==================== mem_stage_ctrl_flat
[src/rtl/mem_stage_ctrl_pkg.sv]
// Shared types and constants for the memory-stage controller.
package mem_stage_ctrl_pkg;

  localparam int unsigned BYTE_W = 8;
  localparam int unsigned LANES  = 4;
  localparam int unsigned WORD_W = BYTE_W * LANES;

  typedef enum logic [1:0] {
    IDLE = 2'd0,
    REQ  = 2'd1,
    RESP = 2'd2,
    DONE = 2'd3
  } mem_state_e;

endpackage

[src/rtl/mem_stage_ctrl_if.sv]
// Data-memory request/response bus, valid/yumi request with a separate read response.
interface mem_stage_ctrl_if #(
  parameter int ADDR_WIDTH = 32,
  parameter int DATA_WIDTH = 32
);
  logic                    dmem_v_o;
  logic                    dmem_wen_o;
  logic [ADDR_WIDTH-1:0]   dmem_addr_o;
  logic [DATA_WIDTH-1:0]   dmem_wdata_o;
  logic [DATA_WIDTH/8-1:0] dmem_byte_en_o;
  logic                    dmem_yumi_i;
  logic                    dmem_v_i;
  logic [DATA_WIDTH-1:0]   dmem_data_i;

  modport master (
    output dmem_v_o, dmem_wen_o, dmem_addr_o, dmem_wdata_o, dmem_byte_en_o,
    input  dmem_yumi_i, dmem_v_i, dmem_data_i
  );

  modport slave (
    input  dmem_v_o, dmem_wen_o, dmem_addr_o, dmem_wdata_o, dmem_byte_en_o,
    output dmem_yumi_i, dmem_v_i, dmem_data_i
  );
endinterface

[src/rtl/mem_stage_ctrl_byte_lane.sv]
// Store byte-lane steering and LBU byte extraction, little-endian lanes.
module mem_byte_lane
  import mem_stage_ctrl_pkg::*;
(
  input  logic [1:0]        addr_lo,
  input  logic              is_store,
  input  logic              is_byte,
  input  logic [WORD_W-1:0] store_data,
  input  logic [WORD_W-1:0] load_word,
  output logic [WORD_W-1:0] wdata,
  output logic [LANES-1:0]  byte_en,
  output logic [WORD_W-1:0] load_data
);

  always_comb begin
    wdata     = store_data;
    byte_en   = '0;
    load_data = load_word;
    if (is_byte) begin
      wdata     = {LANES{store_data[BYTE_W-1:0]}};
      load_data = {{(WORD_W-BYTE_W){1'b0}}, load_word[BYTE_W*addr_lo +: BYTE_W]};
    end
    if (is_store) begin
      byte_en = is_byte ? (LANES'(1) << addr_lo) : '1;
    end
  end

endmodule

[src/rtl/mem_stage_ctrl.sv]
// MEM-stage controller: single-outstanding dmem access, pipeline stall and load writeback.
module mem_stage_ctrl
  import mem_stage_ctrl_pkg::*;
#(
  parameter int ADDR_WIDTH = 32,
  parameter int DATA_WIDTH = 32
) (
  input  logic                  clk,
  input  logic                  reset,
  input  logic                  mem_op_v_i,
  input  logic                  is_store_i,
  input  logic                  is_byte_i,
  input  logic [ADDR_WIDTH-1:0] addr_i,
  input  logic [DATA_WIDTH-1:0] store_data_i,
  output logic                  stall_o,
  output logic                  misaligned_o,
  output logic                  wb_v_o,
  output logic [DATA_WIDTH-1:0] wb_data_o,
  mem_stage_ctrl_if.master      dmem
);

  mem_state_e            state, state_n;
  logic                  is_store_q, is_byte_q;
  logic [ADDR_WIDTH-1:0] addr_q;
  logic [DATA_WIDTH-1:0] store_data_q;
  logic [DATA_WIDTH-1:0] wb_data_q;
  logic [DATA_WIDTH-1:0] lane_wdata, lane_load;
  logic [LANES-1:0]      lane_byte_en;
  logic                  aligned, accept, in_req;

  assign aligned = is_byte_i | (addr_i[1:0] == 2'b00);
  assign accept  = (state == IDLE) & mem_op_v_i & aligned;
  assign in_req  = (state == REQ);

  mem_byte_lane u_lane (
    .addr_lo    (addr_q[1:0]),
    .is_store   (is_store_q),
    .is_byte    (is_byte_q),
    .store_data (store_data_q),
    .load_word  (dmem.dmem_data_i),
    .wdata      (lane_wdata),
    .byte_en    (lane_byte_en),
    .load_data  (lane_load)
  );

  always_ff @(posedge clk) begin
    if (reset) begin
      state        <= IDLE;
      is_store_q   <= 1'b0;
      is_byte_q    <= 1'b0;
      addr_q       <= '0;
      store_data_q <= '0;
      wb_data_q    <= '0;
    end else begin
      state <= state_n;
      if (accept) begin
        is_store_q   <= is_store_i;
        is_byte_q    <= is_byte_i;
        addr_q       <= addr_i;
        store_data_q <= store_data_i;
      end
      if ((state == RESP) && dmem.dmem_v_i) begin
        wb_data_q <= lane_load;
      end
    end
  end

  always_comb begin
    state_n = state;
    unique case (state)
      IDLE:    if (accept) state_n = REQ;
      REQ:     if (dmem.dmem_yumi_i) state_n = is_store_q ? DONE : RESP;
      RESP:    if (dmem.dmem_v_i) state_n = DONE;
      DONE:    state_n = IDLE;
      default: state_n = IDLE;
    endcase
  end

  // Request fields are forced to zero outside REQ so the bus is quiet between accesses.
  always_comb begin
    stall_o             = accept | (state == REQ) | (state == RESP);
    misaligned_o        = (state == IDLE) & mem_op_v_i & ~aligned;
    wb_v_o              = (state == DONE) & ~is_store_q;
    wb_data_o           = wb_data_q;
    dmem.dmem_v_o       = in_req;
    dmem.dmem_wen_o     = in_req & is_store_q;
    dmem.dmem_addr_o    = '0;
    dmem.dmem_wdata_o   = '0;
    dmem.dmem_byte_en_o = '0;
    if (in_req) begin
      dmem.dmem_addr_o    = {addr_q[ADDR_WIDTH-1:2], 2'b00};
      dmem.dmem_wdata_o   = is_store_q ? lane_wdata : '0;
      dmem.dmem_byte_en_o = lane_byte_en;
    end
  end

endmodule

[src/flat_wrapper.sv]
// flat-port wrapper written by rule: the top's interface ports become plain ports
module mem_stage_ctrl_flat import mem_stage_ctrl_pkg::*;
#(
  parameter int ADDR_WIDTH = 32,
  parameter int DATA_WIDTH = 32
)
  (clk, reset, mem_op_v_i, is_store_i, is_byte_i, addr_i, store_data_i, stall_o, misaligned_o, wb_v_o, wb_data_o, dmem_dmem_v_o, dmem_dmem_wen_o, dmem_dmem_addr_o, dmem_dmem_wdata_o, dmem_dmem_byte_en_o, dmem_dmem_yumi_i, dmem_dmem_v_i, dmem_dmem_data_i);
  mem_stage_ctrl_if #(.ADDR_WIDTH(ADDR_WIDTH), .DATA_WIDTH(DATA_WIDTH)) dmem_i ();
  input  logic clk;
  input  logic reset;
  input  logic mem_op_v_i;
  input  logic is_store_i;
  input  logic is_byte_i;
  input  logic [ADDR_WIDTH-1:0] addr_i;
  input  logic [DATA_WIDTH-1:0] store_data_i;
  output logic stall_o;
  output logic misaligned_o;
  output logic wb_v_o;
  output logic [DATA_WIDTH-1:0] wb_data_o;
  output wire logic [$bits(dmem_i.dmem_v_o)-1:0] dmem_dmem_v_o;
  output wire logic [$bits(dmem_i.dmem_wen_o)-1:0] dmem_dmem_wen_o;
  output wire logic [$bits(dmem_i.dmem_addr_o)-1:0] dmem_dmem_addr_o;
  output wire logic [$bits(dmem_i.dmem_wdata_o)-1:0] dmem_dmem_wdata_o;
  output wire logic [$bits(dmem_i.dmem_byte_en_o)-1:0] dmem_dmem_byte_en_o;
  input wire logic [$bits(dmem_i.dmem_yumi_i)-1:0] dmem_dmem_yumi_i;
  input wire logic [$bits(dmem_i.dmem_v_i)-1:0] dmem_dmem_v_i;
  input wire logic [$bits(dmem_i.dmem_data_i)-1:0] dmem_dmem_data_i;
  assign dmem_dmem_v_o = dmem_i.dmem_v_o;
  assign dmem_dmem_wen_o = dmem_i.dmem_wen_o;
  assign dmem_dmem_addr_o = dmem_i.dmem_addr_o;
  assign dmem_dmem_wdata_o = dmem_i.dmem_wdata_o;
  assign dmem_dmem_byte_en_o = dmem_i.dmem_byte_en_o;
  assign dmem_i.dmem_yumi_i = dmem_dmem_yumi_i;
  assign dmem_i.dmem_v_i = dmem_dmem_v_i;
  assign dmem_i.dmem_data_i = dmem_dmem_data_i;
  mem_stage_ctrl #(.ADDR_WIDTH(ADDR_WIDTH), .DATA_WIDTH(DATA_WIDTH)) u_core (.clk(clk), .reset(reset), .mem_op_v_i(mem_op_v_i), .is_store_i(is_store_i), .is_byte_i(is_byte_i), .addr_i(addr_i), .store_data_i(store_data_i), .stall_o(stall_o), .misaligned_o(misaligned_o), .wb_v_o(wb_v_o), .wb_data_o(wb_data_o), .dmem(dmem_i));
endmodule
[config.mk]
export PLATFORM = sky130hd
export DESIGN_NAME = mem_stage_ctrl_flat
export DESIGN_NICKNAME = d
export VERILOG_FILES = /design/src/rtl/mem_stage_ctrl_pkg.sv /design/src/rtl/mem_stage_ctrl_if.sv /design/src/rtl/mem_stage_ctrl_byte_lane.sv /design/src/rtl/mem_stage_ctrl.sv /design/src/flat_wrapper.sv
export SDC_FILE = /design/constraint.sdc
export NUM_CORES = 1
export LEC_CHECK = 0
export CAP_MARGIN = 20
export CORE_UTILIZATION = 41
export DETAILED_ROUTE_END_ITERATION = 8
export GPL_ROUTABILITY_DRIVEN = 0
export GPL_TIMING_DRIVEN = 0
export PLACE_DENSITY = 0.79
export RECOVER_POWER = 100
export SETUP_SLACK_MARGIN = 0.3
export SYNTH_ARGS = -nofsm -noshare
export SYNTH_HDL_FRONTEND = slang
export SYNTH_SLANG_ARGS = --single-unit
[constraint.sdc]
create_clock -name clk -period 1.9 [get_ports clk]
set_input_delay 0.285 -clock clk [delete_from_list [all_inputs] [get_ports clk]]
set_output_delay 0.285 -clock clk [all_outputs]
set_load 0.02 [all_outputs]
==================== axi_lite_rd_arbiter
## config.mk

```make
export PLATFORM = sky130hd
export DESIGN_NAME = axi_lite_rd_arbiter
export DESIGN_NICKNAME = d
export VERILOG_FILES = /design/src/rtl/axi_lite_rd_arbiter.sv
export SDC_FILE = /design/constraint.sdc
export NUM_CORES = 1
export LEC_CHECK = 0
export ABC_AREA = 0
export CORE_AREA = 2 2 73 75
export CTS_BUF_LIST = sky130_fd_sc_hd__clkbuf_8
export CTS_CLUSTER_SIZE = 25
export DETAILED_ROUTE_END_ITERATION = 6
export DIE_AREA = 0 0 75 77
export PLACE_DENSITY = 0.85
export REMOVE_ABC_BUFFERS = 1
export SYNTH_ARGS = -nofsm -noshare
export SYNTH_HDL_FRONTEND = slang
export SYNTH_SLANG_ARGS = --single-unit
```

## constraint.sdc

```tcl
create_clock -name aclk -period 2.2 [get_ports aclk]
set_clock_uncertainty 0.05 [all_clocks]
set_input_delay 0.22 -clock aclk [delete_from_list [all_inputs] [get_ports aclk]]
set_output_delay 0.22 -clock aclk [all_outputs]
set_load 0.05 [all_outputs]
```

## src/rtl/axi_lite_rd_arbiter.sv

```systemverilog
// axi_lite_rd_arbiter: round-robin share of one AXI-lite read port, one transaction in flight
module axi_lite_rd_arbiter #(
  parameter int NUM_MASTERS = 2,
  parameter int ADDR_WIDTH = 32,
  parameter int DATA_WIDTH = 32,
  parameter int GW = (NUM_MASTERS > 1) ? $clog2(NUM_MASTERS) : 1
) (
  input  logic                              aclk,
  input  logic                              aresetn,
  input  logic [NUM_MASTERS-1:0]            s_arvalid,
  output logic [NUM_MASTERS-1:0]            s_arready,
  input  logic [NUM_MASTERS*ADDR_WIDTH-1:0] s_araddr,
  input  logic [NUM_MASTERS*3-1:0]          s_arprot,
  output logic [NUM_MASTERS-1:0]            s_rvalid,
  input  logic [NUM_MASTERS-1:0]            s_rready,
  output logic [DATA_WIDTH-1:0]             s_rdata,
  output logic [1:0]                        s_rresp,
  output logic                              m_arvalid,
  input  logic                              m_arready,
  output logic [ADDR_WIDTH-1:0]             m_araddr,
  output logic [2:0]                        m_arprot,
  input  logic                              m_rvalid,
  output logic                              m_rready,
  input  logic [DATA_WIDTH-1:0]             m_rdata,
  input  logic [1:0]                        m_rresp,
  output logic                              grant_valid,
  output logic [GW-1:0]                     grant
);
  localparam logic [1:0] IDLE = 2'd0, ADDR = 2'd1, DATA = 2'd2;
  logic [1:0] state;
  logic [GW-1:0] last_grant, nxt;
  logic [NUM_MASTERS-1:0] sel;
  // Scan downward so the nearest requester after last_grant is assigned last and wins
  always_comb begin
    nxt = last_grant;
    for (int k = NUM_MASTERS; k >= 1; k--)
      if (s_arvalid[(int'(last_grant) + k) % NUM_MASTERS])
        nxt = GW'((int'(last_grant) + k) % NUM_MASTERS);
  end
  always_ff @(posedge aclk) begin
    if (!aresetn) begin
      state <= IDLE;
      grant <= '0;
      last_grant <= GW'(NUM_MASTERS - 1);
    end else if (state == IDLE) begin
      if (|s_arvalid) begin
        grant <= nxt;
        state <= ADDR;
      end
    end else if (state == ADDR) begin
      if (m_arvalid && m_arready) state <= DATA;
    end else if (m_rvalid && m_rready) begin
      last_grant <= grant;
      state <= IDLE;
    end
  end
  assign sel = NUM_MASTERS'(1) << grant;
  assign grant_valid = (state == ADDR) || (state == DATA);
  assign m_arvalid = (state == ADDR) && s_arvalid[grant];
  assign s_arready = ((state == ADDR) && m_arready) ? sel : '0;
  assign m_rready = (state == DATA) && s_rready[grant];
  assign s_rvalid = ((state == DATA) && m_rvalid) ? sel : '0;
  assign m_araddr = s_araddr[grant*ADDR_WIDTH +: ADDR_WIDTH];
  assign m_arprot = s_arprot[grant*3 +: 3];
  assign s_rdata = m_rdata;
  assign s_rresp = m_rresp;
endmodule

```

==================== speed_display
==> config.mk <==
export PLATFORM = sky130hd
export DESIGN_NAME = speed_display
export DESIGN_NICKNAME = d
export VERILOG_FILES = /design/src/rtl/bike_pkg.sv /design/src/rtl/speed_display_seg7_decode.sv /design/src/rtl/speed_display.sv
export SDC_FILE = /design/constraint.sdc
export NUM_CORES = 1
export LEC_CHECK = 0
export CORE_MARGIN = 2
export CORE_UTILIZATION = 40
export CTS_CLUSTER_SIZE = 24
export DETAILED_ROUTE_END_ITERATION = 7
export HOLD_SLACK_MARGIN = 0.12
export RECOVER_POWER = 100
export SLEW_MARGIN = 0
export SYNTH_ARGS = -nofsm -noshare
export SYNTH_HDL_FRONTEND = slang
export SYNTH_SLANG_ARGS = --single-unit
==> constraint.sdc <==
create_clock -name clk -period 3.2 [get_ports clk]
set_clock_uncertainty 0.05 [all_clocks]
set_input_delay 0.64 -clock clk [delete_from_list [all_inputs] [get_ports clk]]
set_output_delay 0.64 -clock clk [all_outputs]
set_load 0.1 [all_outputs]
==> src/rtl/bike_pkg.sv <==
// Shared types and constants for the speed display block.
package bike_pkg;

   localparam int BCD_DIGITS = 4;
   localparam int BIN_W      = 10;

   typedef enum logic [1:0] {
      IDLE = 2'd0,
      CONV = 2'd1,
      LOAD = 2'd2
   } state_t;

   // Active-low segment codes, bit order {g,f,e,d,c,b,a}
   localparam logic [6:0] SEG_0     = 7'h40;
   localparam logic [6:0] SEG_1     = 7'h79;
   localparam logic [6:0] SEG_2     = 7'h24;
   localparam logic [6:0] SEG_3     = 7'h30;
   localparam logic [6:0] SEG_4     = 7'h19;
   localparam logic [6:0] SEG_5     = 7'h12;
   localparam logic [6:0] SEG_6     = 7'h02;
   localparam logic [6:0] SEG_7     = 7'h78;
   localparam logic [6:0] SEG_8     = 7'h00;
   localparam logic [6:0] SEG_9     = 7'h10;
   localparam logic [6:0] SEG_BLANK = 7'h7F;

endpackage

==> src/rtl/speed_display_seg7_decode.sv <==
// Combinational BCD nibble to active-low seven-segment decoder.
module seg7_decode
   import bike_pkg::*;
(
   input  logic [3:0] nib,
   output logic [6:0] seg
);

   // Codes 10..15 never come out of the converter; show them blank.
   always_comb begin
      case (nib)
         4'd0:    seg = SEG_0;
         4'd1:    seg = SEG_1;
         4'd2:    seg = SEG_2;
         4'd3:    seg = SEG_3;
         4'd4:    seg = SEG_4;
         4'd5:    seg = SEG_5;
         4'd6:    seg = SEG_6;
         4'd7:    seg = SEG_7;
         4'd8:    seg = SEG_8;
         4'd9:    seg = SEG_9;
         default: seg = SEG_BLANK;
      endcase
   end

endmodule

==> src/rtl/speed_display.sv <==
// Four-digit multiplexed display of speed or distance.
// Captures a 10-bit value on upd, converts it to BCD by double-dabble
// (one bit per cycle), then loads it into the display register that the
// scan logic multiplexes onto the digits.
// Optional macro SPEED_DISPLAY_BLANK_EN: blank leading zeros on digits 3..1.
module speed_display
   import bike_pkg::*;
#(
   parameter int SCAN_DIV = 50000
)(
   input  logic             clk,
   input  logic             rst,
   input  logic [BIN_W-1:0] speed,
   input  logic [BIN_W-1:0] num,
   input  logic             mode,
   input  logic             upd,
   output logic [7:0]       seg,
   output logic [3:0]       an,
   output logic             busy
);

   localparam int PRE_W = (SCAN_DIV > 1) ? $clog2(SCAN_DIV) : 1;
   localparam int BCD_W = 4 * BCD_DIGITS;

   state_t             state;
   logic [BIN_W-1:0]   bin;
   logic [BCD_W-1:0]   bcd;
   logic [BCD_W-1:0]   adj;
   logic [BCD_W-1:0]   disp;
   logic               lmode;
   logic               dmode;
   logic [3:0]         cnt;
   logic [PRE_W-1:0]   pre;
   logic [1:0]         idx;
   logic [3:0]         nib;
   logic [6:0]         dec;
   logic               blank;

   // Double-dabble correction: add 3 to every nibble that is 5 or more.
   always_comb begin
      adj = bcd;
      for (int i = 0; i < BCD_DIGITS; i++)
         if (bcd[4*i +: 4] >= 4'd5) adj[4*i +: 4] = bcd[4*i +: 4] + 4'd3;
   end

   // Conversion FSM: capture, shift BIN_W bits through, then load display.
   always_ff @(posedge clk) begin
      if (!rst) begin
         state <= IDLE;
         bin   <= '0;
         bcd   <= '0;
         lmode <= 1'b0;
         cnt   <= '0;
         busy  <= 1'b0;
         disp  <= '0;
         dmode <= 1'b0;
      end else begin
         case (state)
            IDLE: begin
               if (upd) begin
                  bin   <= mode ? num : speed;
                  lmode <= mode;
                  bcd   <= '0;
                  cnt   <= '0;
                  busy  <= 1'b1;
                  state <= CONV;
               end
            end
            CONV: begin
               bcd <= {adj[BCD_W-2:0], bin[BIN_W-1]};
               bin <= {bin[BIN_W-2:0], 1'b0};
               cnt <= cnt + 4'd1;
               if (cnt == 4'(BIN_W - 1)) state <= LOAD;
            end
            LOAD: begin
               disp  <= bcd;
               dmode <= lmode;
               busy  <= 1'b0;
               state <= IDLE;
            end
            default: begin
               busy  <= 1'b0;
               state <= IDLE;
            end
         endcase
      end
   end

   // Free-running scan prescaler and digit index.
   always_ff @(posedge clk) begin
      if (!rst) begin
         pre <= '0;
         idx <= '0;
      end else if (pre == PRE_W'(SCAN_DIV - 1)) begin
         pre <= '0;
         idx <= idx + 2'd1;
      end else begin
         pre <= pre + 1'b1;
      end
   end

   assign nib = disp[{idx, 2'b00} +: 4];

   seg7_decode u_dec (
      .nib (nib),
      .seg (dec)
   );

   // Leading-zero blanking: a digit blanks when it and all higher digits are 0.
   always_comb begin
      blank = 1'b0;
`ifdef SPEED_DISPLAY_BLANK_EN
      case (idx)
         2'd3:    blank = (disp[15:12] == 4'd0);
         2'd2:    blank = (disp[15:8]  == 8'd0);
         2'd1:    blank = (disp[15:4]  == 12'd0);
         default: blank = 1'b0;
      endcase
`endif
   end

   assign an  = ~(4'b0001 << idx);
   assign seg = {~(dmode && (idx == 2'd1)), blank ? SEG_BLANK : dec};

endmodule


==> notes/layouts.md <==
Pictures saved along the way, in no particular order.

Track usage over the die.
picture 1
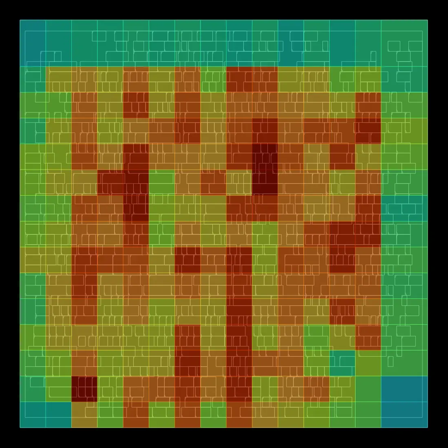
picture 2
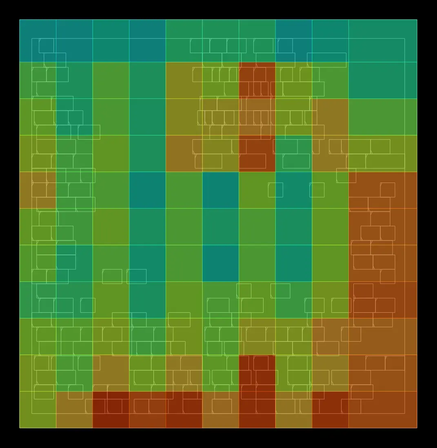
picture 3
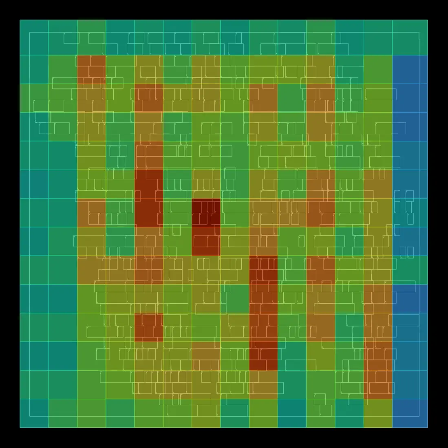
- speed_display = picture 3
- axi_lite_rd_arbiter = picture 2
- mem_stage_ctrl_flat = picture 1
The one with the least wire per cell is picture 3.

Figure 1. Metal layers overlaid (mem_stage_ctrl_flat).
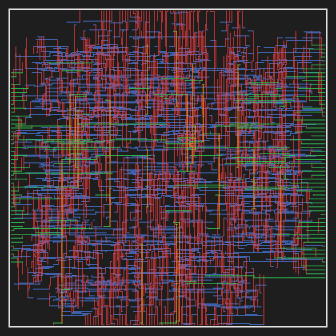
Green is metal 3, wire length 1440 microns. Red is metal 2, wire length 8960 microns. Blue is metal 1, wire length 7050 microns. Orange is metal 4, wire length 547 microns.

Figure 2. Routed clock nets over the placement (mem_stage_ctrl_flat).
Bar = 20 microns.
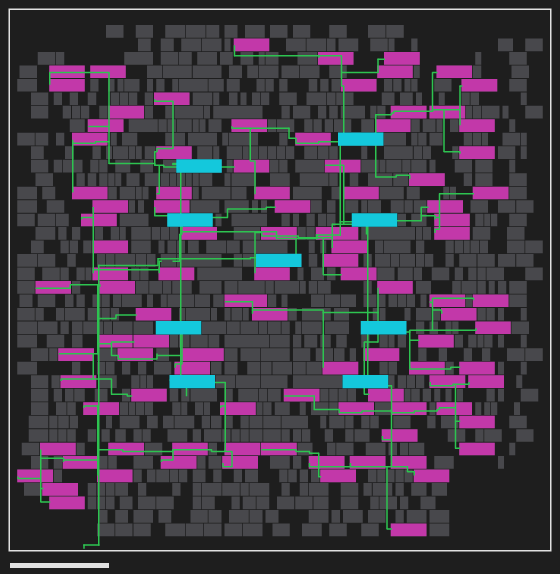
Magenta is flip-flops, count 100. Green is clock wires, length 1180 microns. Cyan is clock drivers, count 9.
Position of the flops: spread over the die. There are 10 routed clock nets.

==> changes_impl.md, mem_stage_ctrl_flat <==
### Metrics

* Clk root buf: clkbuf_16
* HPWL after DPL at 12860 microns
* RSZ-0062 raised after global routing: yes
* CTS tree: built
* Top class by area: logic gates
* Top cells by count, synth: a21oi_1, dfxtp_1, nand3_1, o21ai_0, nand2_1
* WL met1 at 7052 microns
* Hold WS at 0.4136 ns
* Total power at 7.554 mW
* Power per Cell Area at 956.0 mW/mm^2
* Resized cells post-CTS at 454
* Die Y at 109.0 microns
* Comb gate area at ~0.0028 sq mm
* Layout overhead on the synthesized area at 68.22%
* First-pass GRT wire length at approximately 27000 microns
* Status: finished, final reports clean
* Cell-internal power at 4.836 mW
mem_stage_ctrl_flat: registers in the layout, summed over array words and instances (netlist names):
name	flops
u_core.addr_q	32
u_core.store_data_q	32
u_core.wb_data_o	32
u_core.state	2
u_core.is_byte_q	1
u_core.is_store_q	1
mem_stage_ctrl_flat: kinds of logic (layout without fill, tap and decap cells):
family,Yosys count,count (layout),synth area share
buffers and inverters,72,312,0.06313
flip-flops,100,100,0.4262
multiplexers,10,10,0.02238
adder cells (fa/ha/maj),5,5,0.01332
AND/OR/NAND/NOR,212,212,0.2200
other,1,4,0.0007984
AND-OR/OR-AND,221,221,0.2541
mem_stage_ctrl_flat: critical path, stage by stage, from the launching register on:
cell,delay (ns)
dfxtp_4,0.35
inv_4,0.06
ha_4,0.17
nand2_4,0.08
clkbuf_16,0.17
buf_12,0.14
a21oi_4,0.13
buf_6,0.13
mem_stage_ctrl_flat: path summary, 6_finish.rpt:
kind | cells past startpoint | slack, ns | end
setup reg to reg | 7 | 0.13 | u_core.store_data_q[25]
hold / removal | 3 | 0.41 | u_core.is_byte_q
hold reg to reg | 2 | 0.45 | u_core.wb_data_o[12]
setup / recovery | 7 | 0.03 | dmem_dmem_byte_en_o[1]
Figure 3. Metal layers overlaid (axi_lite_rd_arbiter).
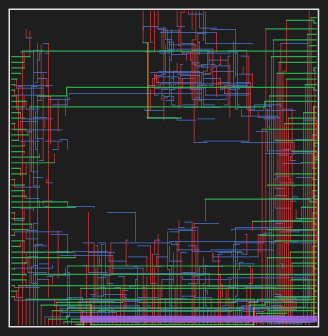
Green is metal 3, wire length 1390 microns. Blue is metal 1, wire length 1590 microns. Purple is metal 5, wire length 56.1 microns. Orange is metal 4, wire length 80.2 microns. Red is metal 2, wire length 3100 microns.

==> changes_impl.md, axi_lite_rd_arbiter <==
### Metrics

* Status: finished, final reports clean
* Slowest stage cell, crit path: clkdlybuf4s50_1
* Fmax achieved at approximately 500 MHz
* Rows at 26
* Top Layout Cells: clkdlybuf4s50_1, buf_4, mux2_2
* Final Util at 0.4027
* Switching share of power at 0.4608
* Worst rel slew slack at 0.6726
* Non-clk buf share at 0.5855
* DRC at 0
* GR Util met1 at 0.1485
* Synth Warn # at 0
* Area occupied by registers at 81.33 sq um
* Ant. Diodes at 0
* Non-clk bufs at between 100 and 150
* DR WL met2 at approximately 3100 microns
* I/O Pins at 189
* Worst Tran Pin Value at around 0.5 ns
* Max FFs per register at 2
* Most instantiated logic cell after routing: clkdlybuf4s50_1
* Tap Count at 70
* GR Util met3 at 0.1945
* Setup CP Type: flip-flop to output pin
* Synth cell types at 20
* Slew Limit Fails at 0
* Max Cap Viol at 0
* Share of cells above drive strength 1 at 0.4264
* Yosys stat chip area at 978.4 sq um
* Clock share of power at 0.153
* Top class by area: buffers
* CP peak stage delay at roughly 0.79 ns
* Reg with most FFs: state
* Hold_sp: m_rdata[20]
* Number of synthesized flops with an enable pin at 0
[axi_lite_rd_arbiter: power groups by stage]
stage	sequential [mW]	combinational, mW	clock, mW
after detailed placement	0.0899	0.736	0
after floorplan	0.110	0.427	0
after CTS	0.0890	0.739	0.153
final	0.0894	0.735	0.149
after global routing	0.0905	0.767	0.163
after global placement	0.0891	0.729	0
[axi_lite_rd_arbiter: kinds of logic (layout without fill, tap and decap cells)]
group                      count (synthesis)  in the layout  synth area share
and+or+nand+nor                           17             17           0.08952
muxes                                     38             38            0.4386
buffers and inverters                     41            127            0.2916
DFF                                        4              4           0.08184
AOI/OAI and AO/OA                          7              7           0.04732
adders and majority gates                  4              4           0.05115
[axi_lite_rd_arbiter: worst paths after layout]
check	to	slack (ns)	cells past startpoint
hold / removal	s_rdata[20]	0.39	0
hold reg to reg	last_grant	0.45	2
setup / recovery	grant_valid	0.20	3
setup reg to reg	last_grant	0.52	5
[axi_lite_rd_arbiter: per-stage QoR]
step	setup TNS [ns]	cell area, sq um	cells
2_1_floorplan	-7.517	700.7	72
3_3_place_gp	0	1963	264
3_5_place_dp	0	1963	264
4_1_cts	0	2004	267
5_1_grt	0	2004	267
6_report	0	2004	267
Figure 4. Routed clock nets over the placement (speed_display).
Bar = 20 microns.
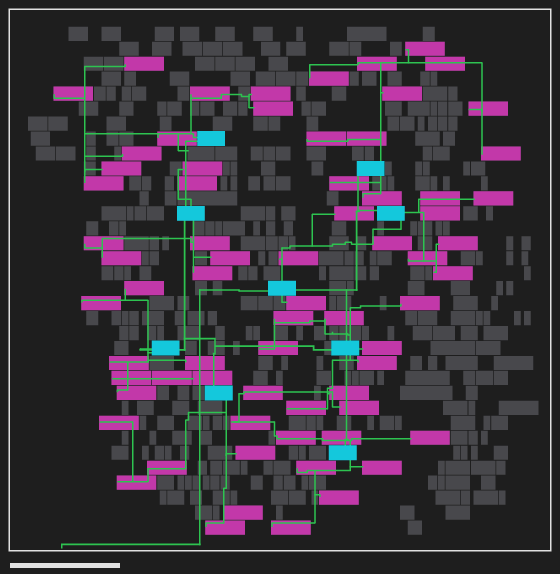
Green is clock wires, length 911 microns. Cyan is clock drivers, count 9. Magenta is flip-flops, count 69.
There are 10 routed clock nets.

==> changes_impl.md, speed_display <==
### Metrics

* Status: finished, final reports clean
* #MultiIn Comb at 297
* CTS tree: built
* Xor and xnor fraction of the mapped netlist area at 0.05891
* CP Capture Point: seg[5]
* HPWL after DPL at about 4900 microns
* Yosys simple share at 0.2095
* Ao+oa area frac at 0.1464
* Stage-log warning count at 39
* CP peak stage delay at 0.60 ns
* Synth cell types at 39
* Synth Area per Inst at 8.737 sq um
* Cell-internal power at 1.315 mW
* GR Util met3 at 0.02577
* Htree depth at 3
* Initial antenna violation count at 0
* Startpoint types: flip-flop
[speed_display: cells in the mapped netlist]
| cell type | count |
|---|---|
| nand3_1 | 12 |
| nor3_1 | 10 |
| buf_4 | 1 |
| o21ai_2 | 1 |
| dfxtp_1 | 69 |
| nor4bb_1 | 1 |
| buf_2 | 7 |
| and3b_1 | 1 |
| buf_6 | 2 |
| and3_1 | 6 |
| a21oi_1 | 10 |
| inv_1 | 18 |
| and2_1 | 20 |
| clkbuf_1 | 12 |
| nand2b_1 | 7 |
| nor2_1 | 21 |
| a31oi_1 | 1 |
| nor4_1 | 1 |
| nand4_1 | 2 |
| or2_1 | 1 |
| nor4_2 | 1 |
| mux4_1 | 1 |
| nor4b_1 | 1 |
| mux2_2 | 4 |
| a21oi_2 | 1 |
| o21ai_0 | 28 |
| nor2_2 | 1 |
| nand2_1 | 52 |
| o21bai_1 | 1 |
| nor2b_1 | 13 |
| a22oi_1 | 17 |
| mux4_2 | 2 |
| a21boi_0 | 22 |
| mux2i_1 | 15 |
| xnor2_1 | 13 |
| xor2_2 | 1 |
| ha_1 | 20 |
| xor2_1 | 9 |
| o21ai_1 | 1 |


==> notes/layouts.md <==
Pictures saved along the way, in no particular order.

M3 wires.
Bar = 20 microns.
panel A
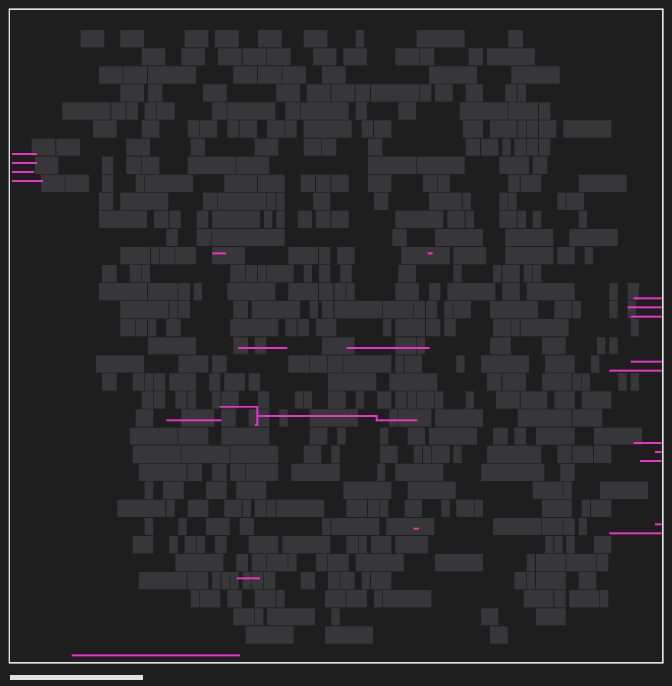
panel B
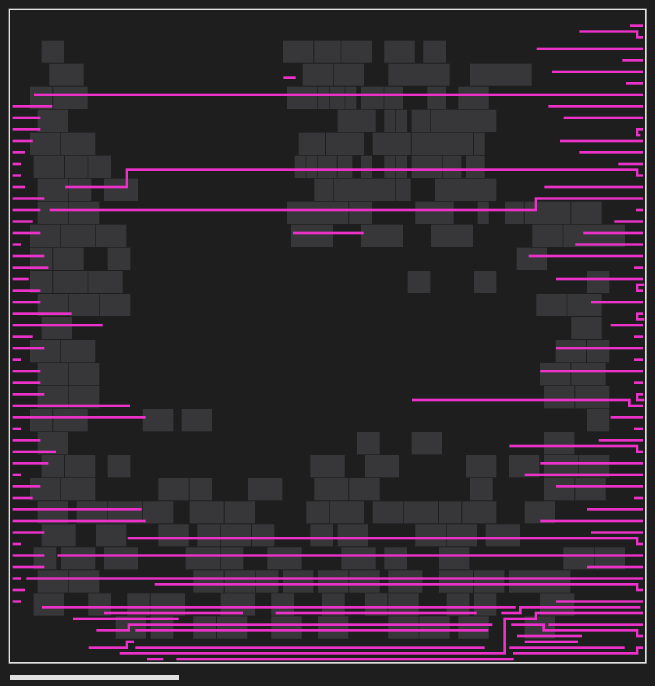
panel C
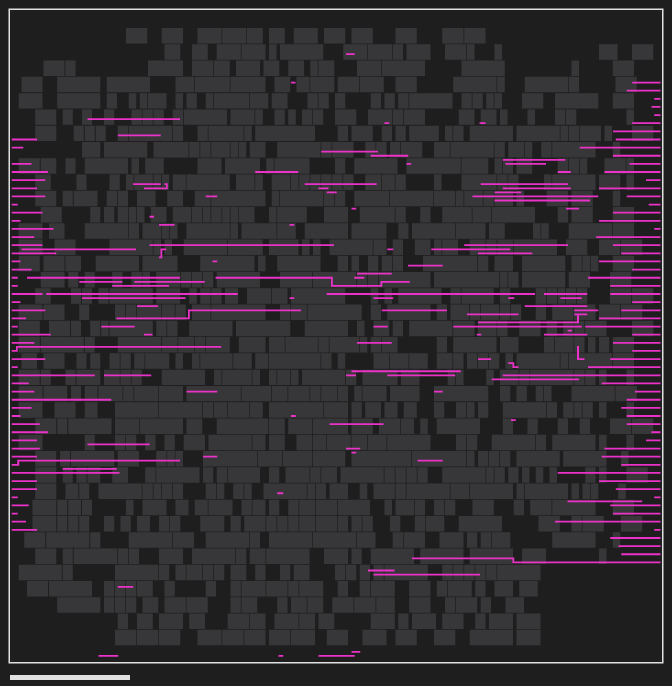
Of these, largest die: panel C
Of these, smallest die: panel B
| picture | from |
|---|---|
| panel B | axi_lite_rd_arbiter |
| panel C | mem_stage_ctrl_flat |
| panel A | speed_display |

Power and IR drop assume default switching activity.
